# ---- design 1 ----
<file path="src/rtl/reservoir_emulator.sv">
// Tank-and-field plant model: integrates tank level and soil moisture once per
// emulation step and drives the level/soil/climate sensors. Optional fault injection via RESERVOIR_FAULT_EN.
module reservoir_emulator #(
  parameter int STEP_DIV   = 50_000_000,
  parameter int LEVEL_MAX  = 100,
  parameter int INIT_LEVEL = 0,
  parameter int L_TH       = 10,
  parameter int M_TH       = 50,
  parameter int H_TH       = 90,
  parameter int SOIL_MAX   = 100,
  parameter int US_TH      = 60,
  parameter int DAY_STEPS  = 24
) (
  input  logic       clk,
  input  logic       reiniciar,
  input  logic       Ve,
  input  logic       Vs,
  input  logic       Bs,
  input  logic       pause,
`ifdef RESERVOIR_FAULT_EN
  input  logic       fault_inject,
`endif
  output logic       H,
  output logic       M,
  output logic       L,
  output logic       Us,
  output logic       Ua,
  output logic       T,
  output logic [6:0] level,
  output logic [6:0] soil,
  output logic       step
);

  localparam int DIV_W = (STEP_DIV > 1) ? $clog2(STEP_DIV) : 1;
  localparam int DAY_W = $clog2(DAY_STEPS);
  localparam logic [DIV_W-1:0] DIV_LAST = DIV_W'(STEP_DIV - 1);
  localparam logic [DAY_W-1:0] DAY_LAST = DAY_W'(DAY_STEPS - 1);
  localparam logic [DAY_W-1:0] DAY_HALF = DAY_W'(DAY_STEPS / 2);
  localparam logic [6:0] LVL_INIT7 = 7'(INIT_LEVEL);
  localparam logic [6:0] LVL_MAX7  = 7'(LEVEL_MAX);
  localparam logic [6:0] SOIL_MAX7 = 7'(SOIL_MAX);
  localparam logic [6:0] L_TH7     = 7'(L_TH);
  localparam logic [6:0] M_TH7     = 7'(M_TH);
  localparam logic [6:0] H_TH7     = 7'(H_TH);
  localparam logic [6:0] US_TH7    = 7'(US_TH);
  localparam logic signed [8:0] LVL_MAX_S  = 9'(LEVEL_MAX);
  localparam logic signed [8:0] SOIL_MAX_S = 9'(SOIL_MAX);

  logic [DIV_W-1:0] r_div;
  logic [DAY_W-1:0] r_day;
  logic [6:0]       r_level;
  logic [6:0]       r_soil;
  logic             r_h, r_m, r_l, r_us, r_ua, r_t;

  logic             w_step;
  logic             w_fault;
  logic signed [8:0] w_level_sum;
  logic signed [8:0] w_water;
  logic signed [8:0] w_soil_sum;
  logic [6:0]       w_level_sat;
  logic [6:0]       w_soil_sat;
  logic [6:0]       w_level_post;
  logic [6:0]       w_soil_post;
  logic [DAY_W-1:0] w_day_inc;
  logic [DAY_W-1:0] w_day_post;

`ifdef RESERVOIR_FAULT_EN
  assign w_fault = fault_inject;
`else
  assign w_fault = 1'b0;
`endif

  assign w_step = (r_div == DIV_LAST) && !pause;

  // All arithmetic is on pre-step values; an empty tank cannot deliver water.
  always_comb begin
    w_level_sum = $signed({2'b00, r_level})
                + (Ve ? 9'sd3 : 9'sd0)
                - (Vs ? 9'sd2 : 9'sd0)
                - (Bs ? 9'sd1 : 9'sd0);
    w_water     = (r_level != 7'd0) ? $signed({7'b0000000, Vs, Bs}) : 9'sd0;
    w_soil_sum  = $signed({2'b00, r_soil}) + w_water - (r_t ? 9'sd2 : 9'sd1);

    if (w_level_sum < 9'sd0) begin
      w_level_sat = 7'd0;
    end else if (w_level_sum > LVL_MAX_S) begin
      w_level_sat = LVL_MAX7;
    end else begin
      w_level_sat = w_level_sum[6:0];
    end

    if (w_soil_sum < 9'sd0) begin
      w_soil_sat = 7'd0;
    end else if (w_soil_sum > SOIL_MAX_S) begin
      w_soil_sat = SOIL_MAX7;
    end else begin
      w_soil_sat = w_soil_sum[6:0];
    end

    w_day_inc    = (r_day == DAY_LAST) ? '0 : r_day + 1'b1;
    w_level_post = w_step ? w_level_sat : r_level;
    w_soil_post  = w_step ? w_soil_sat  : r_soil;
    w_day_post   = w_step ? w_day_inc   : r_day;
  end

  // Sensors are re-registered every cycle from post-step values, so they hold between steps.
  always_ff @(posedge clk) begin
    if (reiniciar) begin
      r_div   <= '0;
      r_day   <= '0;
      r_level <= LVL_INIT7;
      r_soil  <= 7'd0;
      r_h     <= (LVL_INIT7 >= H_TH7);
      r_m     <= (LVL_INIT7 >= M_TH7);
      r_l     <= (LVL_INIT7 >= L_TH7);
      r_us    <= (7'd0 >= US_TH7);
      r_t     <= 1'b0;
      r_ua    <= 1'b1;
    end else begin
      if (!pause) begin
        r_div <= (r_div == DIV_LAST) ? '0 : r_div + 1'b1;
      end
      r_level <= w_level_post;
      r_soil  <= w_soil_post;
      r_day   <= w_day_post;
      r_h     <= w_fault | (w_level_post >= H_TH7);
      r_m     <= !w_fault & (w_level_post >= M_TH7);
      r_l     <= !w_fault & (w_level_post >= L_TH7);
      r_us    <= (w_soil_post >= US_TH7);
      r_t     <= (w_day_post >= DAY_HALF);
      r_ua    <= !(w_day_post >= DAY_HALF);
    end
  end

  assign H     = r_h;
  assign M     = r_m;
  assign L     = r_l;
  assign Us    = r_us;
  assign Ua    = r_ua;
  assign T     = r_t;
  assign level = r_level;
  assign soil  = r_soil;
  assign step  = w_step;

endmodule

</file>
<file path="config.mk">
export PLATFORM = sky130hd
export DESIGN_NAME = reservoir_emulator
export DESIGN_NICKNAME = d
export VERILOG_FILES = /design/src/rtl/reservoir_emulator.sv
export SDC_FILE = /design/constraint.sdc
export NUM_CORES = 1
export LEC_CHECK = 0
export CELL_PAD_IN_SITES_DETAIL_PLACEMENT = 1
export CELL_PAD_IN_SITES_GLOBAL_PLACEMENT = 1
export CORE_MARGIN = 8
export CORE_UTILIZATION = 44
export CTS_BUF_LIST = sky130_fd_sc_hd__clkbuf_8 sky130_fd_sc_hd__clkbuf_16
export DETAILED_ROUTE_END_ITERATION = 8
export HOLD_SLACK_MARGIN = 0.12
export PLACE_DENSITY = 0.9
export SLEW_MARGIN = 20
export SYNTH_ARGS = -nofsm -noshare
export SYNTH_HDL_FRONTEND = slang
export SYNTH_SLANG_ARGS = --single-unit
</file>
<file path="constraint.sdc">
create_clock -name clk -period 4.4 [get_ports clk]
set_input_delay 1.32 -clock clk [delete_from_list [all_inputs] [get_ports clk]]
set_output_delay 1.32 -clock clk [all_outputs]
set_load 0.05 [all_outputs]
</file>
# ---- design 2 ----
===== src/rtl/keypad_pkg.sv =====
// Shared definitions for the keypad scanner: FSM state encoding, the 4x4
// keypad legend table and constant-width helpers.
package keypad_pkg;

    typedef enum logic [1:0] {
        SCAN     = 2'd0,
        DEBOUNCE = 2'd1,
        PRESSED  = 2'd2,
        RELEASE  = 2'd3
    } scan_state_t;

    // Raw code (col*4 + row) to legend code for a standard 4x4 keypad.
    localparam logic [3:0] KEY_MAP [0:15] = '{
        4'd1,  4'd4,  4'd7,  4'd14,
        4'd2,  4'd5,  4'd8,  4'd0,
        4'd3,  4'd6,  4'd9,  4'd15,
        4'd10, 4'd11, 4'd12, 4'd13
    };

    function automatic int clog2(input int value);
        int result;
        result = 0;
        while ((1 << result) < value) begin
            result++;
        end
        return result;
    endfunction

    // Index width over 'count' items; a single item still needs one bit.
    function automatic int idx_width(input int count);
        return (clog2(count) < 1) ? 1 : clog2(count);
    endfunction

endpackage


===== src/rtl/keypad_code_map.sv =====
// Raw scan code to keypad legend lookup; a plain pass-through when mapping is
// disabled or the matrix is not 4x4.
module keypad_code_map
    import keypad_pkg::*;
#(
    parameter int MAP_EN = 1,
    parameter int CODE_W = 4
) (
    input  logic [CODE_W-1:0] raw_code,
    output logic [CODE_W-1:0] code
);

    generate
        if (MAP_EN != 0 && CODE_W == 4) begin : g_map
            logic [3:0] idx;
            assign idx  = raw_code[3:0];
            assign code = CODE_W'(KEY_MAP[idx]);
        end else begin : g_raw
            assign code = raw_code;
        end
    endgenerate

endmodule


===== src/rtl/keypad_scan.sv =====
// Matrix keypad scanner: column drive, row synchronisation, single-key
// debounce FSM, optional legend mapping and a small event FIFO.
module keypad_scan
    import keypad_pkg::*;
#(
    parameter int  ROWS       = 4,
    parameter int  COLS       = 4,
    parameter int  SCAN_DIV   = 1000,
    parameter int  DB_SAMPLES = 4,
    parameter int  FIFO_DEPTH = 4,
    parameter int  MAP_EN     = 1,
    localparam int CODE_W     = idx_width(ROWS * COLS)
) (
    input  logic              clk,
    input  logic              reset,
    input  logic [ROWS-1:0]   rows_n,
    output logic [COLS-1:0]   col_n,
    output logic [CODE_W-1:0] key_code,
    output logic              key_valid,
    input  logic              key_ready,
    output logic              key_down,
    output logic              overflow,
    input  logic              ovf_clr
);

    localparam int ROW_W = idx_width(ROWS);
    localparam int COL_W = idx_width(COLS);
    localparam int DIV_W = idx_width(SCAN_DIV);
    localparam int PTR_W = idx_width(FIFO_DEPTH);
    localparam int CNT_W = PTR_W + 1;
    localparam int MAP_ACTIVE = (MAP_EN != 0 && ROWS == 4 && COLS == 4) ? 1 : 0;

    localparam logic [DIV_W-1:0] DIV_LAST  = DIV_W'(SCAN_DIV - 1);
    localparam logic [COL_W-1:0] COL_LAST  = COL_W'(COLS - 1);
    localparam logic [3:0]       DB_TARGET = 4'(DB_SAMPLES);
    localparam logic [CNT_W-1:0] FIFO_FULL = CNT_W'(FIFO_DEPTH);

    logic [ROWS-1:0]   sync_1;
    logic [ROWS-1:0]   rows_sync;
    logic [DIV_W-1:0]  div_cnt;
    logic              sample_tick;

    scan_state_t       state;
    scan_state_t       state_d;
    logic [COL_W-1:0]  col_idx;
    logic [COL_W-1:0]  col_d;
    logic [COL_W-1:0]  col_next;
    logic [ROW_W-1:0]  row_lat;
    logic [ROW_W-1:0]  row_d;
    logic [ROW_W-1:0]  low_idx;
    logic [3:0]        db_cnt;
    logic [3:0]        cnt_d;
    logic [3:0]        cnt_inc;
    logic              any_low;
    logic              row_low;
    logic              push;

    logic [CODE_W-1:0] raw_code;
    logic [CODE_W-1:0] mapped_code;

    logic [CODE_W-1:0] fifo_mem [FIFO_DEPTH];
    logic [PTR_W-1:0]  wr_ptr;
    logic [PTR_W-1:0]  rd_ptr;
    logic [CNT_W-1:0]  fifo_cnt;
    logic              fifo_full;
    logic              do_push;
    logic              do_pop;
    logic              drop;

    // Rows idle high, so the synchroniser resets to "no key".
    always_ff @(posedge clk or posedge reset) begin
        if (reset) begin
            sync_1    <= '1;
            rows_sync <= '1;
        end else begin
            sync_1    <= rows_n;
            rows_sync <= sync_1;
        end
    end

    always_ff @(posedge clk or posedge reset) begin
        if (reset) begin
            div_cnt <= '0;
        end else if (sample_tick) begin
            div_cnt <= '0;
        end else begin
            div_cnt <= div_cnt + 1'b1;
        end
    end

    assign sample_tick = (div_cnt == DIV_LAST);

    // Lowest row index wins when several rows read low together.
    always_comb begin
        low_idx = '0;
        for (int i = ROWS - 1; i >= 0; i--) begin
            if (!rows_sync[i]) begin
                low_idx = ROW_W'(i);
            end
        end
    end

    assign any_low  = ~&rows_sync;
    assign row_low  = ~rows_sync[row_lat];
    assign col_next = (col_idx == COL_LAST) ? '0 : col_idx + 1'b1;
    assign cnt_inc  = db_cnt + 4'd1;

    always_ff @(posedge clk or posedge reset) begin
        if (reset) begin
            state   <= SCAN;
            col_idx <= '0;
            row_lat <= '0;
            db_cnt  <= '0;
        end else begin
            state   <= state_d;
            col_idx <= col_d;
            row_lat <= row_d;
            db_cnt  <= cnt_d;
        end
    end

    // Decisions are only taken on the sample tick at the end of a dwell.
    always_comb begin
        state_d = state;
        col_d   = col_idx;
        row_d   = row_lat;
        cnt_d   = db_cnt;
        push    = 1'b0;
        if (sample_tick) begin
            case (state)
                SCAN: begin
                    if (any_low) begin
                        state_d = DEBOUNCE;
                        row_d   = low_idx;
                        cnt_d   = 4'd0;
                    end else begin
                        col_d = col_next;
                    end
                end
                DEBOUNCE: begin
                    if (!row_low) begin
                        state_d = SCAN;
                        cnt_d   = 4'd0;
                        col_d   = col_next;
                    end else if (cnt_inc == DB_TARGET) begin
                        state_d = PRESSED;
                        cnt_d   = 4'd0;
                        push    = 1'b1;
                    end else begin
                        cnt_d = cnt_inc;
                    end
                end
                PRESSED: begin
                    if (!row_low) begin
                        if (DB_TARGET == 4'd1) begin
                            state_d = SCAN;
                            cnt_d   = 4'd0;
                            col_d   = col_next;
                        end else begin
                            state_d = RELEASE;
                            cnt_d   = 4'd1;
                        end
                    end
                end
                RELEASE: begin
                    if (row_low) begin
                        state_d = PRESSED;
                        cnt_d   = 4'd0;
                    end else if (cnt_inc == DB_TARGET) begin
                        state_d = SCAN;
                        cnt_d   = 4'd0;
                        col_d   = col_next;
                    end else begin
                        cnt_d = cnt_inc;
                    end
                end
                default: begin
                    state_d = SCAN;
                    cnt_d   = 4'd0;
                end
            endcase
        end
    end

    assign col_n    = ~(COLS'(1) << col_idx);
    assign key_down = (state == PRESSED) || (state == RELEASE);
    assign raw_code = CODE_W'(col_idx) * CODE_W'(ROWS) + CODE_W'(row_lat);

    keypad_code_map #(
        .MAP_EN (MAP_ACTIVE),
        .CODE_W (CODE_W)
    ) u_code_map (
        .raw_code (raw_code),
        .code     (mapped_code)
    );

    // A pop in the same cycle frees the slot, so a push into a full FIFO still lands.
    assign key_valid = (fifo_cnt != '0);
    assign fifo_full = (fifo_cnt == FIFO_FULL);
    assign do_pop    = key_ready && key_valid;
    assign do_push   = push && (!fifo_full || do_pop);
    assign drop      = push && fifo_full && !do_pop;
    assign key_code  = fifo_mem[rd_ptr];

    always_ff @(posedge clk) begin
        if (do_push) begin
            fifo_mem[wr_ptr] <= mapped_code;
        end
    end

    always_ff @(posedge clk or posedge reset) begin
        if (reset) begin
            wr_ptr   <= '0;
            rd_ptr   <= '0;
            fifo_cnt <= '0;
        end else begin
            if (do_push) begin
                wr_ptr <= wr_ptr + 1'b1;
            end
            if (do_pop) begin
                rd_ptr <= rd_ptr + 1'b1;
            end
            case ({do_push, do_pop})
                2'b10:   fifo_cnt <= fifo_cnt + 1'b1;
                2'b01:   fifo_cnt <= fifo_cnt - 1'b1;
                default: fifo_cnt <= fifo_cnt;
            endcase
        end
    end

    // A drop in the same cycle as a clear leaves the flag set.
    always_ff @(posedge clk or posedge reset) begin
        if (reset) begin
            overflow <= 1'b0;
        end else if (drop) begin
            overflow <= 1'b1;
        end else if (ovf_clr) begin
            overflow <= 1'b0;
        end
    end

endmodule


===== config.mk =====
export PLATFORM = sky130hd
export DESIGN_NAME = keypad_scan
export DESIGN_NICKNAME = d
export VERILOG_FILES = /design/src/rtl/keypad_pkg.sv /design/src/rtl/keypad_code_map.sv /design/src/rtl/keypad_scan.sv
export SDC_FILE = /design/constraint.sdc
export NUM_CORES = 1
export LEC_CHECK = 0
export CORE_MARGIN = 2
export CORE_UTILIZATION = 30
export DETAILED_ROUTE_END_ITERATION = 10
export DONT_BUFFER_PORTS = 1
export MAX_ROUTING_LAYER = met4
export SYNTH_ARGS = -nofsm -noshare
export SYNTH_HDL_FRONTEND = slang
export SYNTH_SLANG_ARGS = --single-unit

===== constraint.sdc =====
create_clock -name clk -period 4.21 [get_ports clk]
set_input_delay 1.0525 -clock clk [delete_from_list [all_inputs] [get_ports clk]]
set_output_delay 1.0525 -clock clk [all_outputs]
set_load 0.01 [all_outputs]


## Gallery

Clock nets.
panel A
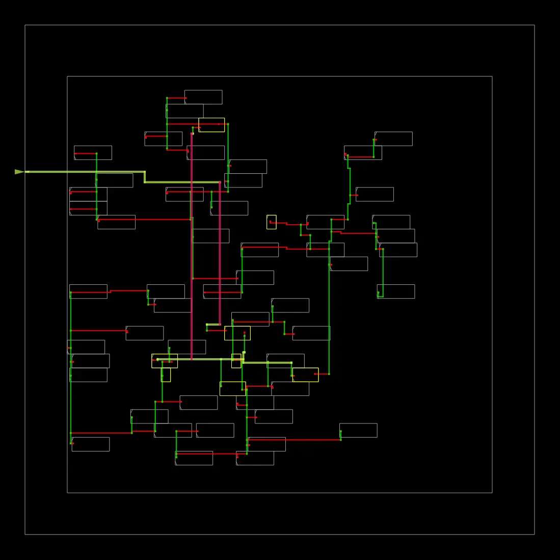
panel B
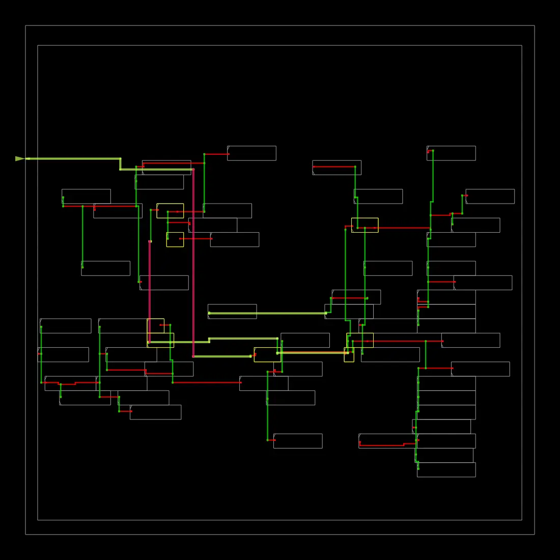
For design 1, see panel A.
For design 2, see panel B.

### A small window of the routed layout, design 1

Window x 65 to 85, y 65 to 85 um. Cells in gray, sequential cells in the stronger gray; small squares are vias.
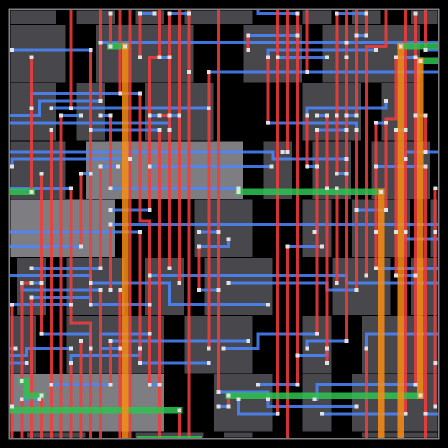
[M3] green
[M4] orange
[M2] red
[M1] blue
cells with their middle in the window: 30
most frequent: buf_4 (6), inv_1 (4), dfxtp_1 (3)
sequential cells in the window: 3
netlist names of flops here include: soil (2), level (1)

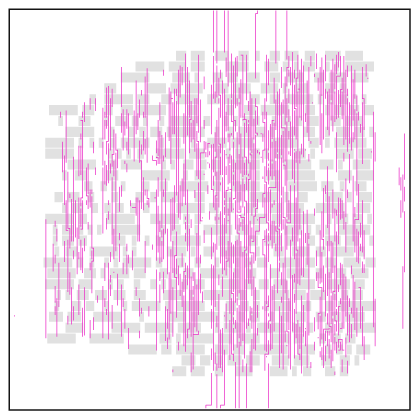
*Metal 2, design 1*
Scale: 4 px per um. Cells faint in the background.
nets with wire on the layer: 443
wire length on this layer: 5520 um
share of all routed wire: 52%
main direction: vertical
vias: 3071
Total Routed Length: 10600 um
GR Layer Usage met2: 36.8%

==> flow_summary.ini, design 1 <==
; physical design summary
[cells_and_area]
nFillCells = 787
drive_gt1_share_pct = 21.9
regArea_um2 = 1020
sh_comb_area_pct = 52.3
comb_area_um2 = 2130
fin_nets = 471
n_antenna_cell = 0
n_clock_buffer = 5
buf_share_pct = 14.6
mostFrequentLayoutCell = dfxtp_1
final_cell_count_no_fill = 534

[global_route]
busiest_layer = met2
met3_usage_pct = 3.46
grt_pass1_wl_um = 16300
antenna_found_initial = 0
grt_use_met1_pct = 21.6

[status]
violations = negative setup slack
status = finished, violations left

[floorplanning]
die_h_um = 99.8
rows = 30
core-area_um2 = 6790

[min_path]
hold-path-endpoint = r_div[15]$_SDFFE_PP0N_
hp-class = flop to flop

[drt]
drc = 0
drt_iter0_drc = 136

[sta]
setup_viol = 1
finalCritPeriodShare_pct = 100
final.setup.worst_slack_ps = -18.8
hold_violations = 0
fin_crit_ps = 4420

[placed_design]
dp_hpwl_um = 6790
globalplace.congestion = 0.892
place_area_um2 = 3710
preCtsSetupSlack_ps = -522

[logic_synthesis]
top_cells_by_count = dfxtp_1 (51), nor2_1 (51), inv_1 (33)
largest_area_cell = dfxtp_1
ys_area_um2 = 3090
ys_cells = 368
ys_async_sr_fraction_pct = 0
top_cells_by_area = dfxtp_1 (33%), ha_1 (9.7%), nor2_1 (6.2%)
mappedNetlistNets = 402

[critical_path]
required_ps = 4580
design 1: per-layer routing:
metal | vias up | share of wire, %
met2 | 104 | 52
met1 | 1510 | 40
li1 | 1418 | -
met4 | 0 | 3.9
met3 | 39 | 4.4
met5 | - | 0
design 1: critical path, stage by stage:
cell	delay, ps
clkdlybuf4s50_1	490
nand2_1	100
fa_1	500
inv_1	70
buf_4	130
ha_1	300
a21oi_1	170
o21ai_1	150
buf_4	170
nor2_4	140
nor3_2	60
o31ai_2	240
buf_4	190
nor2_4	60
buf_4	140
a22oi_1	240
nor2_1	110
design 1: registers in the layout, indices dropped and copies added, names as in the netlist:
register,flops
H,1
L,1
M,1
T,1
Ua,1
Us,1
level,7
r_day,5
r_div,26
soil,7
design 1: logic make-up after synthesis:
kind of cell,synth area share (%)
AND/OR/NAND/NOR,23.1
AND-OR/OR-AND,17.2
multiplexers,0.324
flip-flops,33.0
buffers and inverters,4.98
adder cells (fa/ha/maj),12.3
XOR/XNOR,9.06
design 1: timing repair:
action	4_1_cts	5_1_grt
endpoints found under the setup margin	10	16
gates cloned	0	0
gates resized	22	27
buffers inserted	3	5
pin swaps	9	15
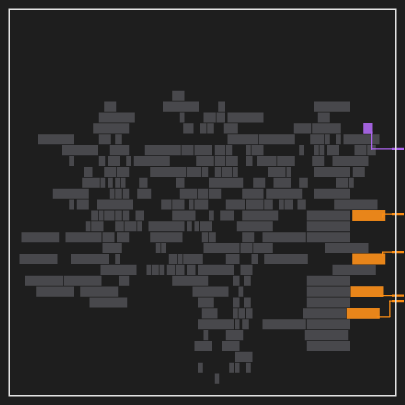
*Wires at chosen ports, followed through buffers, design 2*
Scale: 4 px per um.
[key_code] orange | bits: 4 | direction: output | edge: right | end cells: 4 | wire: 18.4 um
[key_valid] purple | bits: 1 | direction: output | edge: right | end cells: 1 | wire: 9.90 um
Ports: 19
PortBufs: 0

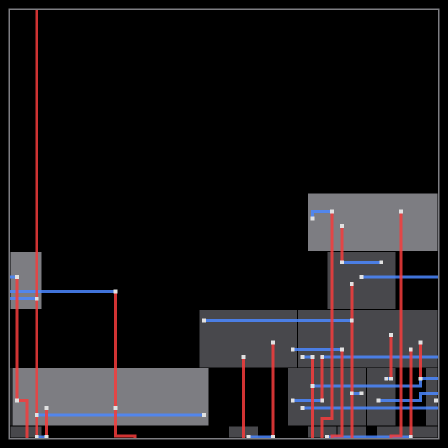
*A small window of the routed layout, design 2*
Window x 62 to 82, y 62 to 82 um. Cells in gray, sequential cells in the stronger gray; small squares are vias.
[M1] blue
[M2] red
most frequent: dfrtp_1 (2)
cells with their middle in the window: 7
netlist names of flops here include: fifo_cnt (1), overflow (1)
sequential cells in the window: 2

==> flow_summary.ini, design 2 <==
; physical design summary
[power]
swShare_pct = 26.1
combPwrFrac_pct = 11.1
pg_comb_mw = 0.110

[clocking]
cts_tree = built
cts-root-buf = clkbuf_8
cts_max_path_buffers = 2
cts-resized-gates = 0
clkTransAtPathRegs_ps = 100

[floorplanning]
dieArea_um2 = 9260

[critical_path]
endpoint_kind = flop
startpoint_type = flop
crit_path_end = fifo_cnt[1]$_DFFE_PP0P_

[logic_synthesis]
syn-cell-area_um2 = 2550
top_cells_by_area = dfrtp_1 (27%), edfxtp_1 (19%), dfstp_2 (8.2%)
largest_area_cell = dfrtp_1
mux_share_pct = 7.84

[drt]
wl_per_cell_um = 12.9

[cells_and_area]
seq_share_pct = 50.5
non_clock_inverter_count = 16
nFillCells = 817
design.seq.count = 52

[global_route]
grt_max_degree = 24

[min_path]
hold-path-endpoint = rows_sync[1]$_DFF_PP1_

[sta]
finalSetupTns_ps = 0

[placed_design]
dp_hpwl_um = 3000

[run]
max_cap_viol_count = 0

[status]
status = finished, final reports clean
-- design 2: through the flow --
stage	power, mW	cell area, um2
6_report	0.986	2750
5_1_grt	1.04	2750
4_1_cts	1.01	2750
3_5_place_dp	0.712	2660
3_3_place_gp	0.704	2660
2_1_floorplan	0.688	2550
-- design 2: critical path: stages, from the launching register on --
cell	delay, ps
dfrtp_1	480
ha_1	300
nor3b_1	280
o211ai_1	220
nor4_4	430
inv_1	90
ha_1	240
inv_1	80
fa_1	410
mux2i_1	140
-- design 2: registers in the layout, indices dropped and copies added, names as in the netlist, named ones only --
register / flops
fifo_cnt: 3
fifo_mem: 16
col_idx: 2
div_cnt: 10
db_cnt: 4
rows_sync: 4
wr_ptr: 2
sync_1: 4
overflow: 1
row_lat: 2
state: 1
rd_ptr: 2
-- design 2: per-layer routing --
metal / global-route usage [%] / wire length, um / vias to the layer above / share of wire, %
met5: - / 0 / - / 0
met4: 4.64 / 54 / 0 / 1.3
met3: 2.82 / 172 / 4 / 4.3
met2: 16.0 / 1970 / 20 / 49
met1: 11.9 / 1840 / 709 / 46
li1: - / - / 721 / -

# ---- design 3 ----
### Metal 2, design 3

Scale: 1.5 px per um. Cells faint in the background.
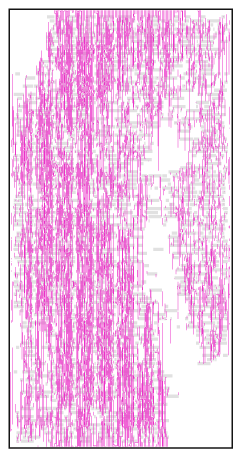

`src/rtl/fetch_stage_if.sv`:
```
// fetch_stage_if: instruction-memory req/ack bus and IF/ID slot.
// master = fetch stage, slave = memory/decode side.
interface fetch_stage_if #(
  parameter int XLEN = 64,
  parameter int ILEN = 32
);
  logic            imem_req;
  logic [XLEN-1:0] imem_addr;
  logic            imem_ack;
  logic [ILEN-1:0] imem_rdata;
  logic            ifid_valid;
  logic [XLEN-1:0] ifid_pc;
  logic [ILEN-1:0] ifid_instr;
  logic            ifid_ready;

  modport master (
    output imem_req, imem_addr,
    input  imem_ack, imem_rdata,
    output ifid_valid, ifid_pc, ifid_instr,
    input  ifid_ready
  );

  modport slave (
    input  imem_req, imem_addr,
    output imem_ack, imem_rdata,
    input  ifid_valid, ifid_pc, ifid_instr,
    output ifid_ready
  );
endinterface

```
`src/rtl/fetch_stage.sv`:
```
// fetch_stage: IF stage wrapped around the PC register.
// Fetches over imem req/ack, feeds IF/ID, absorbs redirects.
module fetch_stage #(
  parameter int              XLEN      = 64,
  parameter int              ILEN      = 32,
  parameter logic [ILEN-1:0] NOP_INSTR = 32'h00000013
) (
  input  logic            clk,
  input  logic            rst,
  input  logic [XLEN-1:0] pc_cur,
  output logic [XLEN-1:0] pc_next,
  input  logic            redirect_valid,
  input  logic [XLEN-1:0] redirect_pc,
  fetch_stage_if.master   bus
);

  typedef enum logic [1:0] {
    S_IDLE,
    S_REQ,
    S_HOLD,
    S_DROP
  } state_t;

  state_t r_state;
  state_t w_state_nxt;

  logic [XLEN-1:0] r_req_addr;
  logic            r_ifid_valid;
  logic [XLEN-1:0] r_ifid_pc;
  logic [ILEN-1:0] r_ifid_instr;
  logic            r_skid_valid;
  logic [XLEN-1:0] r_skid_pc;
  logic [ILEN-1:0] r_skid_instr;

  logic            w_req;
  logic            w_ack;
  logic            w_free;
  logic [XLEN-1:0] w_tgt;
  logic [XLEN-1:0] w_inc;

  assign w_tgt  = redirect_pc & ~XLEN'(3);
  assign w_inc  = pc_cur + XLEN'(4);
  assign w_req  = (r_state == S_REQ) || (r_state == S_DROP);
  assign w_ack  = w_req && bus.imem_ack;
  assign w_free = !r_ifid_valid || bus.ifid_ready;

  assign bus.imem_addr  = r_req_addr;
  assign bus.ifid_valid = r_ifid_valid;
  assign bus.ifid_pc    = r_ifid_pc;
  assign bus.ifid_instr = r_ifid_valid ? r_ifid_instr : NOP_INSTR;

  // state register
  always_ff @(posedge clk or negedge rst) begin
    if (!rst) r_state <= S_IDLE;
    else      r_state <= w_state_nxt;
  end

  // next state; redirect wins everywhere, an unacked fetch goes DROP
  always_comb begin
    w_state_nxt = r_state;
    unique case (r_state)
      S_IDLE: w_state_nxt = S_REQ;
      S_REQ: begin
        if (redirect_valid)
          w_state_nxt = w_ack ? S_REQ : S_DROP;
        else if (w_ack && !w_free)
          w_state_nxt = S_HOLD;
      end
      S_HOLD: begin
        if (redirect_valid || bus.ifid_ready)
          w_state_nxt = S_REQ;
      end
      S_DROP: begin
        if (w_ack) w_state_nxt = S_REQ;
      end
    endcase
  end

  // memory request and PC register next value
  always_comb begin
    bus.imem_req = w_req;
    pc_next      = pc_cur;
    if (rst) begin
      if (redirect_valid)
        pc_next = w_tgt;
      else if (w_ack && r_state == S_REQ)
        pc_next = w_inc;
    end
  end

  // request address, IF/ID slot and skid entry
  always_ff @(posedge clk or negedge rst) begin
    if (!rst) begin
      r_req_addr   <= '0;
      r_ifid_valid <= 1'b0;
      r_ifid_pc    <= '0;
      r_ifid_instr <= NOP_INSTR;
      r_skid_valid <= 1'b0;
      r_skid_pc    <= '0;
      r_skid_instr <= NOP_INSTR;
    end else if (redirect_valid) begin
      r_ifid_valid <= 1'b0;
      r_skid_valid <= 1'b0;
      if (!w_req || w_ack)
        r_req_addr <= w_tgt;
    end else begin
      unique case (r_state)
        S_IDLE: r_req_addr <= pc_cur;
        S_REQ: begin
          if (w_ack) begin
            r_req_addr <= w_inc;
            if (w_free) begin
              r_ifid_valid <= 1'b1;
              r_ifid_pc    <= r_req_addr;
              r_ifid_instr <= bus.imem_rdata;
            end else begin
              r_skid_valid <= 1'b1;
              r_skid_pc    <= r_req_addr;
              r_skid_instr <= bus.imem_rdata;
            end
          end else if (bus.ifid_ready) begin
            r_ifid_valid <= 1'b0;
          end
        end
        S_HOLD: begin
          if (bus.ifid_ready) begin
            r_ifid_valid <= r_skid_valid;
            r_ifid_pc    <= r_skid_pc;
            r_ifid_instr <= r_skid_instr;
            r_skid_valid <= 1'b0;
          end
        end
        S_DROP: begin
          if (w_ack) r_req_addr <= pc_cur;
        end
      endcase
    end
  end

endmodule
```
`src/flat_wrapper.sv`:
```
// flat-port wrapper written by rule: the top's interface ports become plain ports
module fetch_stage_flat 
#(
  parameter int              XLEN      = 64,
  parameter int              ILEN      = 32,
  parameter logic [ILEN-1:0] NOP_INSTR = 32'h00000013
)
  (clk, rst, pc_cur, pc_next, redirect_valid, redirect_pc, bus_imem_req, bus_imem_addr, bus_imem_ack, bus_imem_rdata, bus_ifid_valid, bus_ifid_pc, bus_ifid_instr, bus_ifid_ready);
  fetch_stage_if #(.XLEN(XLEN), .ILEN(ILEN)) bus_i ();
  input  logic clk;
  input  logic rst;
  input  logic [XLEN-1:0] pc_cur;
  output logic [XLEN-1:0] pc_next;
  input  logic redirect_valid;
  input  logic [XLEN-1:0] redirect_pc;
  output wire logic [$bits(bus_i.imem_req)-1:0] bus_imem_req;
  output wire logic [$bits(bus_i.imem_addr)-1:0] bus_imem_addr;
  input wire logic [$bits(bus_i.imem_ack)-1:0] bus_imem_ack;
  input wire logic [$bits(bus_i.imem_rdata)-1:0] bus_imem_rdata;
  output wire logic [$bits(bus_i.ifid_valid)-1:0] bus_ifid_valid;
  output wire logic [$bits(bus_i.ifid_pc)-1:0] bus_ifid_pc;
  output wire logic [$bits(bus_i.ifid_instr)-1:0] bus_ifid_instr;
  input wire logic [$bits(bus_i.ifid_ready)-1:0] bus_ifid_ready;
  assign bus_imem_req = bus_i.imem_req;
  assign bus_imem_addr = bus_i.imem_addr;
  assign bus_i.imem_ack = bus_imem_ack;
  assign bus_i.imem_rdata = bus_imem_rdata;
  assign bus_ifid_valid = bus_i.ifid_valid;
  assign bus_ifid_pc = bus_i.ifid_pc;
  assign bus_ifid_instr = bus_i.ifid_instr;
  assign bus_i.ifid_ready = bus_ifid_ready;
  fetch_stage #(.XLEN(XLEN), .ILEN(ILEN), .NOP_INSTR(NOP_INSTR)) u_core (.clk(clk), .rst(rst), .pc_cur(pc_cur), .pc_next(pc_next), .redirect_valid(redirect_valid), .redirect_pc(redirect_pc), .bus(bus_i));
endmodule
```
`config.mk`:
```
export PLATFORM = sky130hd
export DESIGN_NAME = fetch_stage_flat
export DESIGN_NICKNAME = d
export VERILOG_FILES = /design/src/rtl/fetch_stage_if.sv /design/src/rtl/fetch_stage.sv /design/src/flat_wrapper.sv
export SDC_FILE = /design/constraint.sdc
export NUM_CORES = 1
export LEC_CHECK = 0
export CAP_MARGIN = 30
export CORE_ASPECT_RATIO = 2
export CORE_MARGIN = 2
export CORE_UTILIZATION = 36
export DETAILED_ROUTE_END_ITERATION = 12
export GPL_ROUTABILITY_DRIVEN = 0
export PLACE_DENSITY = 0.63
export SYNTH_ARGS = -nofsm -noshare
export SYNTH_HDL_FRONTEND = slang
export SYNTH_SLANG_ARGS = --single-unit
```
`constraint.sdc`:
```
create_clock -name clk -period 3.45 [get_ports clk]
set_clock_uncertainty 0.2 [all_clocks]
set_input_delay 0.69 -clock clk [delete_from_list [all_inputs] [get_ports clk]]
set_output_delay 0.69 -clock clk [all_outputs]
set_load 0.1 [all_outputs]
```
# ---- design 4 ----
==> src/rtl/disp_pkg.sv <==
// Shared types and constants for the binary-to-BCD display path.
// Pure declarations: no latency, no flow control.
package disp_pkg;

    typedef enum logic [1:0] {
        ST_IDLE  = 2'd0,
        ST_SHIFT = 2'd1,
        ST_DONE  = 2'd2
    } state_t;

    localparam int          BCD_DIGITS = 5;
    localparam logic [15:0] DISP_MAX   = 16'd9999;
    localparam logic [15:0] DISP_SAT   = 16'h9999;

endpackage

==> src/rtl/bcd_add3.sv <==
// Double-dabble nibble correction: add 3 when the digit is 5 or more.
// Combinational, zero latency; no flow control.
module bcd_add3 (
    input  logic [3:0] nib_in,
    output logic [3:0] nib_out
);

    always_comb begin
        nib_out = nib_in;
        if (nib_in >= 4'd5) begin
            nib_out = nib_in + 4'd3;
        end
    end

endmodule

==> src/rtl/bin_to_bcd_disp.sv <==
// Sequential double-dabble to 4 BCD digits with saturation, WIDTH+1 cycles to done.
// Accepts only while ready; bin_valid during a conversion is dropped, never stalled.
module bin_to_bcd_disp
    import disp_pkg::*;
#(
    parameter int          WIDTH  = 16,
    parameter logic [7:0]  OVF_DP = 8'h0F
) (
    input  logic             clk,
    input  logic             rst,
    input  logic [WIDTH-1:0] bin_in,
    input  logic             bin_valid,
    output logic             ready,
    output logic             done,
    output logic [31:0]      value,
    output logic [7:0]       dp_value
);

    localparam int CNT_W = $clog2(WIDTH);
    localparam int BCD_W = BCD_DIGITS * 4;
    localparam int SR_W  = BCD_W + WIDTH;

    state_t           state_q, state_d;
    logic [SR_W-1:0]  sr_q, sr_d;
    logic [CNT_W-1:0] cnt_q, cnt_d;
    logic             ovf_q, ovf_d;
    logic [31:0]      value_q, value_d;
    logic [7:0]       dp_q, dp_d;

    logic [BCD_W-1:0] bcd_adj;
    logic [SR_W-1:0]  sr_shift;

    for (genvar g = 0; g < BCD_DIGITS; g++) begin : g_add3
        bcd_add3 u_add3 (
            .nib_in  (sr_q[WIDTH + 4*g +: 4]),
            .nib_out (bcd_adj[4*g +: 4])
        );
    end

    assign sr_shift = {bcd_adj, sr_q[WIDTH-1:0]} << 1;

    always_comb begin
        state_d = state_q;
        sr_d    = sr_q;
        cnt_d   = cnt_q;
        ovf_d   = ovf_q;
        value_d = value_q;
        dp_d    = dp_q;
        case (state_q)
            ST_IDLE: begin
                if (bin_valid) begin
                    sr_d    = {{BCD_W{1'b0}}, bin_in};
                    cnt_d   = '0;
                    ovf_d   = 32'(bin_in) > 32'(DISP_MAX);
                    state_d = ST_SHIFT;
                end
            end
            ST_SHIFT: begin
                sr_d  = sr_shift;
                cnt_d = cnt_q + CNT_W'(1);
                // Outputs update only here, so the display never sees partial digits.
                if (cnt_q == CNT_W'(WIDTH - 1)) begin
                    value_d = ovf_q ? {16'h0, DISP_SAT} : {16'h0, sr_shift[WIDTH +: 16]};
                    dp_d    = ovf_q ? OVF_DP : 8'h00;
                    state_d = ST_DONE;
                end
            end
            ST_DONE: begin
                state_d = ST_IDLE;
            end
            default: begin
                state_d = ST_IDLE;
            end
        endcase
    end

    always_ff @(posedge clk) begin
        if (rst) begin
            state_q <= ST_IDLE;
            sr_q    <= '0;
            cnt_q   <= '0;
            ovf_q   <= 1'b0;
            value_q <= 32'h0;
            dp_q    <= 8'h00;
        end else begin
            state_q <= state_d;
            sr_q    <= sr_d;
            cnt_q   <= cnt_d;
            ovf_q   <= ovf_d;
            value_q <= value_d;
            dp_q    <= dp_d;
        end
    end

    assign ready    = (state_q == ST_IDLE);
    assign done     = (state_q == ST_DONE);
    assign value    = value_q;
    assign dp_value = dp_q;

endmodule

==> config.mk <==
export PLATFORM = sky130hd
export DESIGN_NAME = bin_to_bcd_disp
export DESIGN_NICKNAME = d
export VERILOG_FILES = /design/src/rtl/disp_pkg.sv /design/src/rtl/bcd_add3.sv /design/src/rtl/bin_to_bcd_disp.sv
export SDC_FILE = /design/constraint.sdc
export NUM_CORES = 1
export LEC_CHECK = 0
export CAP_MARGIN = 25
export CORE_MARGIN = 2
export CORE_UTILIZATION = 50
export DETAILED_ROUTE_END_ITERATION = 10
export PLACE_DENSITY = 0.85
export SLEW_MARGIN = 20
export SYNTH_ARGS = -nofsm -noshare
export SYNTH_HDL_FRONTEND = slang
export SYNTH_SLANG_ARGS = --single-unit
==> constraint.sdc <==
create_clock -name clk -period 1.7 [get_ports clk]
set_clock_uncertainty 0.15 [all_clocks]
set_input_delay 0.34 -clock clk [delete_from_list [all_inputs] [get_ports clk]]
set_output_delay 0.34 -clock clk [all_outputs]
set_load 0.005 [all_outputs]
### Wires at chosen ports, followed through buffers, design 4

Scale: 4 px per um.
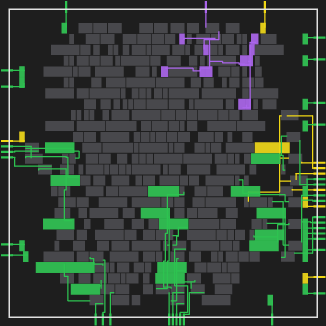
[bin_valid] purple | bits: 1 | direction: input | edge: top | end cells: 11 | wire: 72.4 um
[dp_value] yellow | bits: 8 | direction: output | edge: 6 right, 1 top, 1 left | end cells: 5 | wire: 80.8 um
[value] green | bits: 32 | direction: output | edge: 15 right, 9 bottom, 7 left, 1 top | end cells: 32 | wire: 437 um
PortBufs: 40
Ports: 61

==> flow_summary.ini, design 4 <==
; physical design summary
[power]
sequentialPowerShare_pct = 58.6
total_leakage_power_nw = 1.36

[floorplanning]
fp_util_pct = 51.6

[cells_and_area]
mostFrequentLayoutCell = nor2_1

[logic_synthesis]
synth.distinct_cells = 38
syn_inst = 291
edf_count = 0
ys_async_sr_fraction_pct = 0

[sta]
fin_crit_ps = 1660
fmax_ghz = 0.603

[clocking]
cts-resized-gates = 9

[critical_path]
criticalPathCategory = flop to output pin
crit_path_start = dp_value[2]$_SDFFE_PP0P_

[status]
status = finished, final reports clean

[placed_design]
preCtsSetupSlack_ps = -341
[design 4: synth_stat cells (2+ instances only)]
library cell  count  area [um2]
nand3_1           6        30.0
nor2b_1           5        31.3
dfxtp_1          56        1120
nor3_1            4        20.0
buf_6             2        22.5
o21ai_0           8        40.0
o2bb2ai_1         9        78.8
o221ai_1          8        70.1
a21oi_1          21         105
a311oi_1          4        35.0
a32o_1            6        60.1
mux2i_1           3        30.0
mux2_2            2        22.5
a211oi_1          4        30.0
buf_2             5        25.0
nand2b_1          5        31.3
a22o_1            9        78.8
a2111oi_0         3        26.3
nor2_1           50         188
nand2_1           4        15.0
clkbuf_1          6        22.5
xnor2_1           4        35.0
o221a_2           3        33.8
nor2_2            2        12.5
inv_1            12        45.0
nor3b_1           7        52.6
buf_4            24         180
ha_1              9         113
[design 4: area by class of cell]
cell class,instances,area [um2]
clock buffer,5,68.8
multi-input combinational,205,1350
sequential,56,1140
fill,390,1720
timing repair buffer,72,699
tap,70,87.6
inverter,12,45.0
[design 4: sequential cells by signal (all words and copies together) (netlist names)]
register	cells
ovf_q	1
dp_value	1
cnt_q	4
sr_q	32
value	16
state_q	2
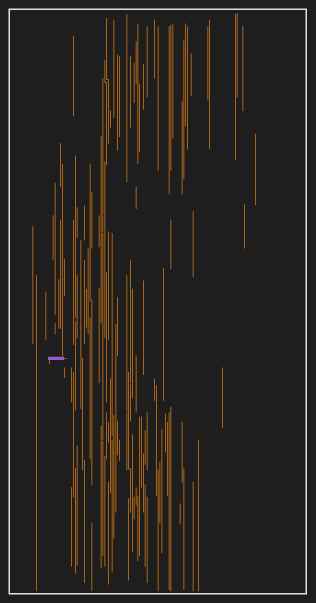
*Wiring by layer, design 3*
Scale: 2 px per um. Only two layers are drawn.
[M5] purple | wire length: 6.40 um
[M4] orange | wire length: 6030 um
vias: 16400
drt wl/cell: 22.7 um

About 'Metal 2' of design 3:
longest straight run: 82.3 um
main direction: vertical
wire length on this layer: 32.6 mm
nets with wire on the layer: 2124
GR Layer Usage met2: 50.6%
Total Routed Length: 65800 um

==> flow_summary.ini, design 3 <==
; physical design summary
[logic_synthesis]
flop_cell = dfrtp_1
ys_sh_adder_pct = 0.0841
top_cells_by_count = nand2_1 (294), dfrtp_1 (254), nor2_1 (174)
top_cell = nand2_1
synth_xor_xnor_area_share_pct = 3.47
ys_sh_simple_pct = 23.3

[power]
power.share.clock_pct = 21.7
power_leader = combinational cells
powerDensity_nw_per_um2 = 560
power_mw = 13.5
p_int_mw = 7.24

[floorplanning]
die_h_um = 292
rows = 105

[global_route]
grt_pass1_vias = 16600
grt_use_total_pct = 29.6

[status]
violations = negative setup slack
status = finished, violations left

[critical_path]
r2r_end = u_core.bus.imem_addr[10]$_DFFE_PN0P_
path_cells = buf_6, nand4_1, buf_4, or4_4, or3_4, or3_4, mux2i_4, nand2_4, buf_12
r2r_start = u_core.r_state[1]$_DFFE_PN0P_
crit_path_start = pc_cur[15]

[drt]
viasPerCell = 5.67

[sta]
worst_pin_slew_ps = 852
setup_viol = 42
final.setup.worst_slack_ps = -380
slew_viol_final = 0
rsz0062_at_grt = true

[clocking]
cts.sinks = 260
worstSkewPairLatency_ps = 550

[run]
max_cap_viol_count = 0
==> design 3: cell type report <==
type,instances,area share [%]
inverter,9,0.145
antenna,15,0.156
tap,535,2.78
multi-input combinational,1322,37.6
sequential,260,27.0
clock buffer,37,3.12
clock inverter,9,0.431
timing repair buffer,713,28.8
==> design 3: through the flow <==
stage                     hold slack, ps  area, um2  instances
final                               30.5      24100       2900
after global routing                78.9      24100       2899
after CTS                           52.6      23700       2871
after detailed placement             270      22000       2775
after global placement               261      22000       2775
after floorplan                      194      15700       1745
==> design 3: metal layers <==
layer | global-route usage [%] | vias to the layer above
met4 | 23.3 | 2
li1 | - | 7440
met2 | 50.6 | 797
met3 | 4.58 | 271
met1 | 32.1 | 7922
met5 | 0 | -
==> design 3: critical path: cells and delay by family <==
kind,cells,cell delay [ps]
mux,1,200
buf+inv,3,420
simple gates,5,1600
==> design 3: sequential cells by signal (all words and copies together), names as in the netlist <==
name                   flops
u_core.bus.ifid_pc        64
u_core.bus.ifid_valid      1
u_core.bus.imem_addr      64
u_core.r_ifid_instr       32
u_core.r_skid_instr       32
u_core.r_skid_pc          64
u_core.r_skid_valid        1
u_core.r_state             2

==> layout pictures side by side <==
A small window of the routed layout.
shot_01.png
Window x 101 to 121, y 209 to 229 um. Cells in gray, sequential cells in the stronger gray; small squares are vias.
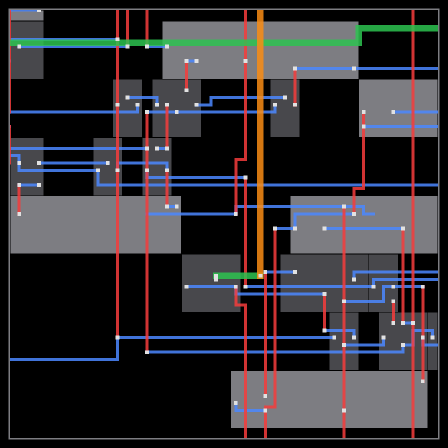
shot_02.png
Window x 47 to 67, y 47 to 67 um. Cells in gray, sequential cells in the stronger gray; small squares are vias.
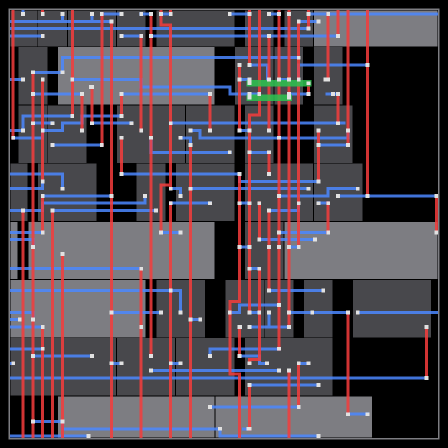
| from | picture |
|---|---|
| design 4 | shot_02.png |
| design 3 | shot_01.png |

Key to shot_02.png:
[M3] green
[M1] blue
[M2] red
cells with their middle in the window: 39
sequential cells in the window: 7
most frequent: nor2_1 (9), dfxtp_1 (6), a21oi_1 (5)
netlist names of flops here include: sr_q (6), state_q (1)


# ---- design 5 ----
### Metal 2, design 5

Scale: 2 px per um. Cells faint in the background.
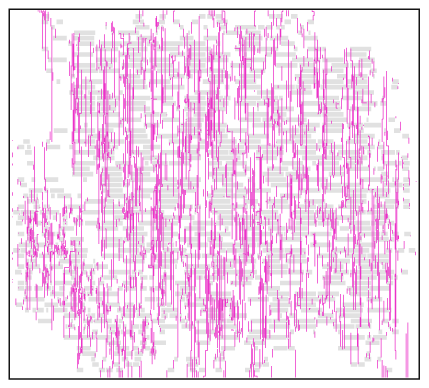
### Wires at chosen ports, followed through buffers, design 5

Scale: 2 px per um.
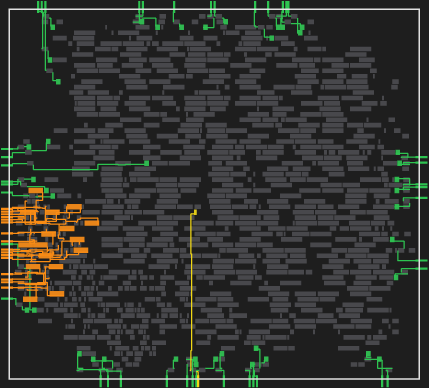
### A small window of the routed layout, design 5

Window x 143 to 163, y 128 to 148 um. Cells in gray, sequential cells in the stronger gray; small squares are vias.
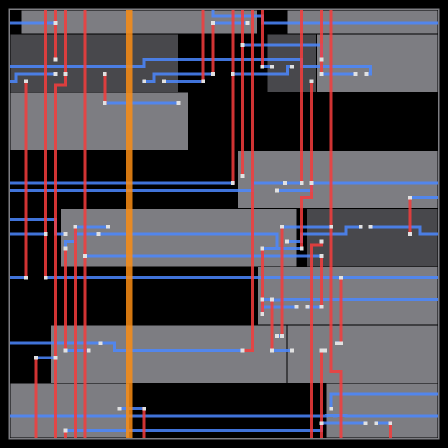
[src/rtl/hero_write_rx.sv]
// Receive side of the hero write bus: frames pushed beats into transactions and
// buffers them in a FIFO exposed as a valid/ready stream with a last marker.
module hero_write_rx #(
  parameter int unsigned HERO_WIDTH = 36,
  parameter int unsigned FIFO_DEPTH = 8,
  parameter int unsigned MAX_BEATS  = 16
) (
  input  logic                          clk,
  input  logic                          rst,
  input  logic [HERO_WIDTH+4:0]         hero_in,
  output logic                          out_valid,
  input  logic                          out_ready,
  output logic [HERO_WIDTH-1:0]         out_data,
  output logic                          out_last,
  output logic                          out_err,
  output logic [$clog2(FIFO_DEPTH):0]   fifo_count,
  output logic [15:0]                   txn_cnt,
  output logic                          err_overflow,
  output logic                          err_protocol,
  input  logic                          err_clr
);

  localparam int unsigned AW = $clog2(FIFO_DEPTH);
  localparam int unsigned BW = $clog2(MAX_BEATS) + 1;
  localparam int unsigned EW = HERO_WIDTH + 2;

  localparam logic [AW:0]   DEPTH_C  = (AW + 1)'(FIFO_DEPTH);
  localparam logic [BW-1:0] LAST_CNT = BW'(MAX_BEATS - 1);
  localparam logic [3:0]    CT_VALID = 4'd1;
  localparam logic [3:0]    CT_DONE  = 4'd2;

  typedef enum logic [1:0] {S_IDLE, S_TXN, S_DROP} state_t;

  state_t               r_state, w_state_nxt;
  logic [HERO_WIDTH+4:0] r_in;
  logic [BW-1:0]        r_beat_cnt, w_beat_nxt;
  logic                 r_term_pend, w_term_nxt;
  logic [EW-1:0]        r_mem [FIFO_DEPTH];
  logic [AW-1:0]        r_wptr, r_rptr;
  logic [AW:0]          r_count;
  logic [15:0]          r_txn;
  logic                 r_ovf, r_prot;

  logic [3:0]            w_ct;
  logic [HERO_WIDTH-1:0] w_dat;
  logic                  w_en, w_qual, w_illegal, w_is_done;
  logic                  w_pop, w_can_push, w_room, w_push;
  logic [EW-1:0]         w_push_ent, w_head;
  logic                  w_set_ovf, w_set_prot;

  assign w_ct      = r_in[HERO_WIDTH+4:HERO_WIDTH+1];
  assign w_dat     = r_in[HERO_WIDTH:1];
  assign w_en      = r_in[0];
  assign w_is_done = (w_ct == CT_DONE);
  assign w_qual    = w_en && ((w_ct == CT_VALID) || w_is_done);
  assign w_illegal = w_en && (w_ct > CT_DONE);

  assign w_head     = r_mem[r_rptr];
  assign out_valid  = (r_count != '0);
  assign out_data   = out_valid ? w_head[HERO_WIDTH-1:0] : '0;
  assign out_last   = out_valid & w_head[HERO_WIDTH];
  assign out_err    = out_valid & w_head[HERO_WIDTH+1];
  assign fifo_count = r_count;
  assign txn_cnt    = r_txn;
  assign err_overflow = r_ovf;
  assign err_protocol = r_prot;

  assign w_pop      = out_valid && out_ready;
  assign w_can_push = (r_count < DEPTH_C) || w_pop;

  always_comb begin
    w_state_nxt = r_state;
    w_beat_nxt  = r_beat_cnt;
    w_term_nxt  = r_term_pend;
    w_push      = 1'b0;
    w_push_ent  = '0;
    w_set_ovf   = 1'b0;
    w_set_prot  = 1'b0;
    w_room      = w_can_push;
    // A pending terminator claims the free slot ahead of any incoming beat.
    if (r_term_pend && w_can_push) begin
      w_push     = 1'b1;
      w_push_ent = {1'b1, 1'b1, {HERO_WIDTH{1'b0}}};
      w_term_nxt = 1'b0;
      w_room     = 1'b0;
    end
    if (w_illegal) begin
      w_set_prot = 1'b1;
    end else if (w_qual) begin
      case (r_state)
        S_IDLE, S_TXN: begin
          if (!w_room) begin
            w_set_ovf   = 1'b1;
            w_beat_nxt  = '0;
            w_state_nxt = w_is_done ? S_IDLE : S_DROP;
            if (r_state == S_TXN) w_term_nxt = 1'b1;
          end else if (w_is_done) begin
            w_push      = 1'b1;
            w_push_ent  = {1'b0, 1'b1, w_dat};
            w_beat_nxt  = '0;
            w_state_nxt = S_IDLE;
          end else if ((r_state == S_TXN) && (r_beat_cnt == LAST_CNT)) begin
            w_push      = 1'b1;
            w_push_ent  = {1'b0, 1'b1, w_dat};
            w_set_prot  = 1'b1;
            w_beat_nxt  = '0;
            w_state_nxt = S_DROP;
          end else begin
            w_push      = 1'b1;
            w_push_ent  = {1'b0, 1'b0, w_dat};
            w_beat_nxt  = r_beat_cnt + 1'b1;
            w_state_nxt = S_TXN;
          end
        end
        S_DROP: begin
          if (w_is_done) w_state_nxt = S_IDLE;
        end
        default: w_state_nxt = S_IDLE;
      endcase
    end
  end

  always_ff @(posedge clk) begin
    if (rst) begin
      r_in        <= '0;
      r_state     <= S_IDLE;
      r_beat_cnt  <= '0;
      r_term_pend <= 1'b0;
      r_wptr      <= '0;
      r_rptr      <= '0;
      r_count     <= '0;
      r_txn       <= '0;
      r_ovf       <= 1'b0;
      r_prot      <= 1'b0;
    end else begin
      r_in        <= hero_in;
      r_state     <= w_state_nxt;
      r_beat_cnt  <= w_beat_nxt;
      r_term_pend <= w_term_nxt;
      if (w_push) r_wptr <= r_wptr + 1'b1;
      if (w_pop)  r_rptr <= r_rptr + 1'b1;
      case ({w_push, w_pop})
        2'b10:   r_count <= r_count + 1'b1;
        2'b01:   r_count <= r_count - 1'b1;
        default: r_count <= r_count;
      endcase
      if (w_push && w_push_ent[HERO_WIDTH]) r_txn <= r_txn + 1'b1;
      // A new error event takes precedence over a clear in the same cycle.
      if (w_set_ovf)    r_ovf <= 1'b1;
      else if (err_clr) r_ovf <= 1'b0;
      if (w_set_prot)   r_prot <= 1'b1;
      else if (err_clr) r_prot <= 1'b0;
    end
  end

  // Storage needs no reset: entries are only observed while counted valid.
  always_ff @(posedge clk) begin
    if (w_push) r_mem[r_wptr] <= w_push_ent;
  end

endmodule
[config.mk]
export PLATFORM = sky130hd
export DESIGN_NAME = hero_write_rx
export DESIGN_NICKNAME = d
export VERILOG_FILES = /design/src/rtl/hero_write_rx.sv
export SDC_FILE = /design/constraint.sdc
export NUM_CORES = 1
export LEC_CHECK = 0
export CORE_ASPECT_RATIO = 0.9
export CORE_UTILIZATION = 40
export DETAILED_ROUTE_END_ITERATION = 7
export PLACE_DENSITY = 0.59
export SETUP_SLACK_MARGIN = 0.4
export SLEW_MARGIN = 20
export SYNTH_ARGS = -nofsm -noshare
export SYNTH_HDL_FRONTEND = slang
export SYNTH_SLANG_ARGS = --single-unit
[constraint.sdc]
create_clock -name clk -period 7.6 [get_ports clk]
set_input_delay 1.14 -clock clk [delete_from_list [all_inputs] [get_ports clk]]
set_output_delay 1.14 -clock clk [all_outputs]
set_load 0.05 [all_outputs]
==> flow_summary.ini <==
; physical design summary
[logic_synthesis]
ys_seq_share_pct = 72.8
syn-cell-area_um2 = 14700
logic_family = multiplexers
synth_xor_xnor_area_share_pct = 0.713
ys_sh_adder_pct = 0.594
ys_seq_elements = 384
ys_warn_count = 0
synth-compound-area-share_pct = 2.12
ys_async_sr_fraction_pct = 0
mux_share_pct = 14.5
syn_inst = 833

[power]
total_leakage_power_nw = 5.79
pg_comb_mw = 0.279
swShare_pct = 20.5
powerClk_mw = 1.98
powerDensity_nw_per_um2 = 257

[min_path]
hold_depth = 2
hold-path-endpoint = err_overflow$_SDFFE_PP0P_

[floorplanning]
die_w_um = 204
dieArea_um2 = 37600

[critical_path]
endpoint_kind = output pin
arrival_ps = 3800
rr_worst_depth = 11
cp_max_fo = 41
required_ps = 6460
startpoint_type = flop
criticalPathCategory = flop to output pin
critPathMaxStageDelay_ps = 890

[drt]
postRouteAntennaNets = 0
wl_per_cell_um = 20.2

[sta]
finalSetupTns_ps = 0
setup_viol = 0
final.setup.worst_slack_ps = 2660
fin_crit_ps = 4940
slew_viol_final = 0
finalCritPeriodShare_pct = 65.0

[cells_and_area]
final_cell_mix = edfxtp_1 (304), clkdlybuf4s50_1 (104), dfxtp_1 (77), mux4_2 (76), nor2_1 (63)
stdcell_area_um2 = 17700
non_clock_inverter_count = 6

[global_route]
grt_pass1_wl_um = 45000
grt_max_degree = 77
grt_pass1_vias = 7696

[status]
status = finished, final reports clean

[clocking]
htree_levels = 2

[placed_design]
place_area_um2 = 16300
About 'Metal 2' of design 5:
share of all routed wire: 48%
main direction: vertical
vias: 7471
GR Layer Usage met2: 26.0%
Total Routed Length: 29300 um

About 'Wires at chosen ports, followed through buffers' of design 5:
[out_last] yellow | bits: 1 | direction: output | edge: bottom | end cells: 1 | wire: 85.2 um
[hero_in] green | bits: 41 | direction: input | edge: 13 top, 13 bottom, 8 left, 7 right | end cells: 41 | wire: 708 um
[txn_cnt] orange | bits: 16 | direction: output | edge: left | end cells: 16 | wire: 697 um
PortBufs: 105
Ports: 106

About 'A small window of the routed layout' of design 5:
[M1] blue
[M4] orange
[M2] red
most frequent: edfxtp_1 (8), mux4_2 (2), and2_1 (1)
sequential cells in the window: 8
netlist names of flops here include: r_mem (8)
cells with their middle in the window: 11

[logic make-up (layout without fill, tap and decap cells)]
logic type,Yosys count,count (layout)
flip-flops,384,384
AND/OR/NAND/NOR,209,209
multiplexers,119,119
AND-OR/OR-AND,52,52
buffers and inverters,50,194
XOR/XNOR,12,12
adder cells (fa/ha/maj),7,7
[tightest hold or removal path, cell delays in order (launching register included)]
cell and delay [ps]:
dfxtp_1 310, nand2_1 50, a21oi_1 60
[state kept, by name (all words and copies together) (netlist names), named ones only]
name and count:
r_wptr 3, r_mem 304, r_in 41, err_overflow 1
txn_cnt 16, r_rptr 3, r_term_pend 1, err_protocol 1
fifo_count 4, r_beat_cnt 5, r_state 2
[through the flow]
stage	total power, mW	instances	utilization, %
floorplan	2.53	833	-
global placement	2.62	1381	45.2
detailed placement	2.63	1381	45.2
CTS	4.62	1453	48.9
global route	4.72	1453	48.9
finish	4.56	1453	48.9
[per-layer routing]
metal	GRT usage [%]	share of wire, %	vias to the layer above
met1	22.2	46	3840
li1	-	-	3462
met3	2.89	4.0	40
met2	26.0	48	129
met5	0	0	-
met4	3.85	1.6	0


==> notes/layouts.md <==
Pictures saved along the way, in no particular order.

Wiring by layer.
picture 1
Scale: 3 px per um. Only two layers are drawn.
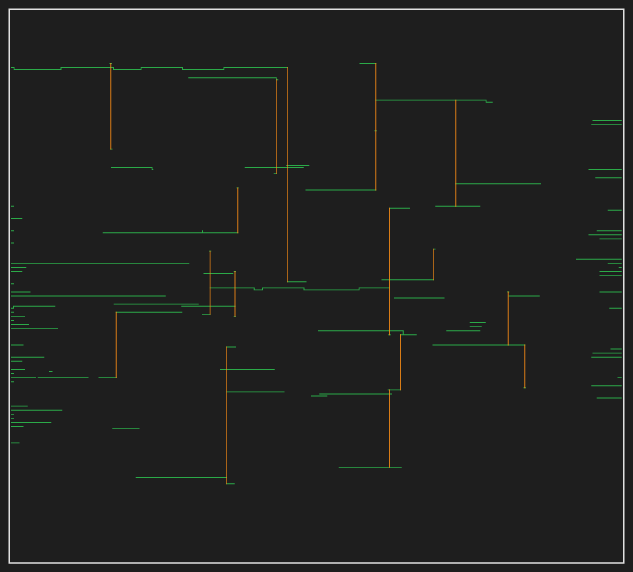
picture 2
Scale: 6 px per um. Only two layers are drawn.
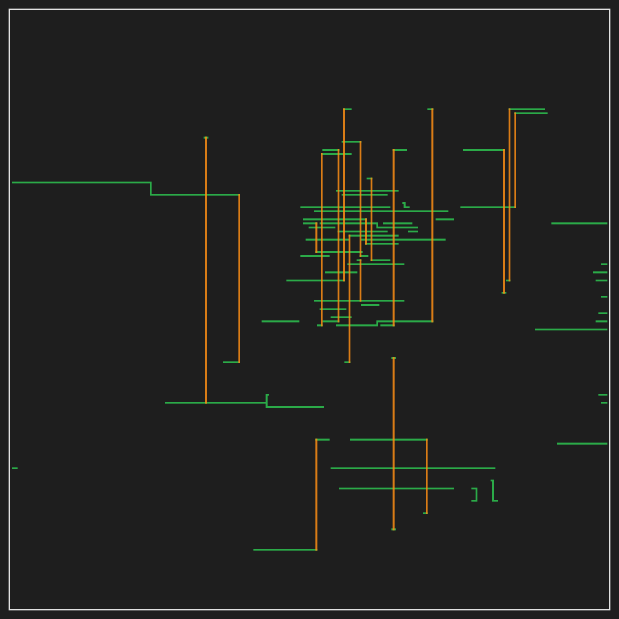
picture 3
Scale: 8 px per um. Only two layers are drawn.
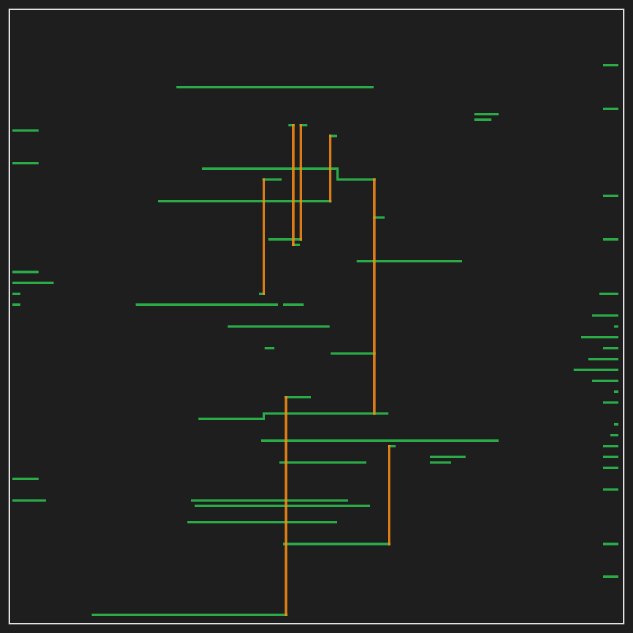
picture 4
Scale: 6 px per um. Only two layers are drawn.
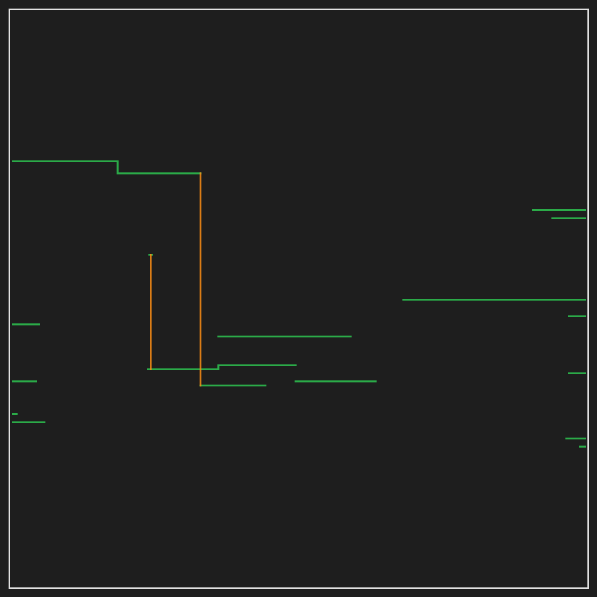
| picture | from |
|---|---|
| picture 4 | design 2 |
| picture 1 | design 5 |
| picture 3 | design 4 |
| picture 2 | design 1 |
Of these, largest die: picture 1
Of these, smallest die: picture 3

Power and IR drop assume default switching activity.
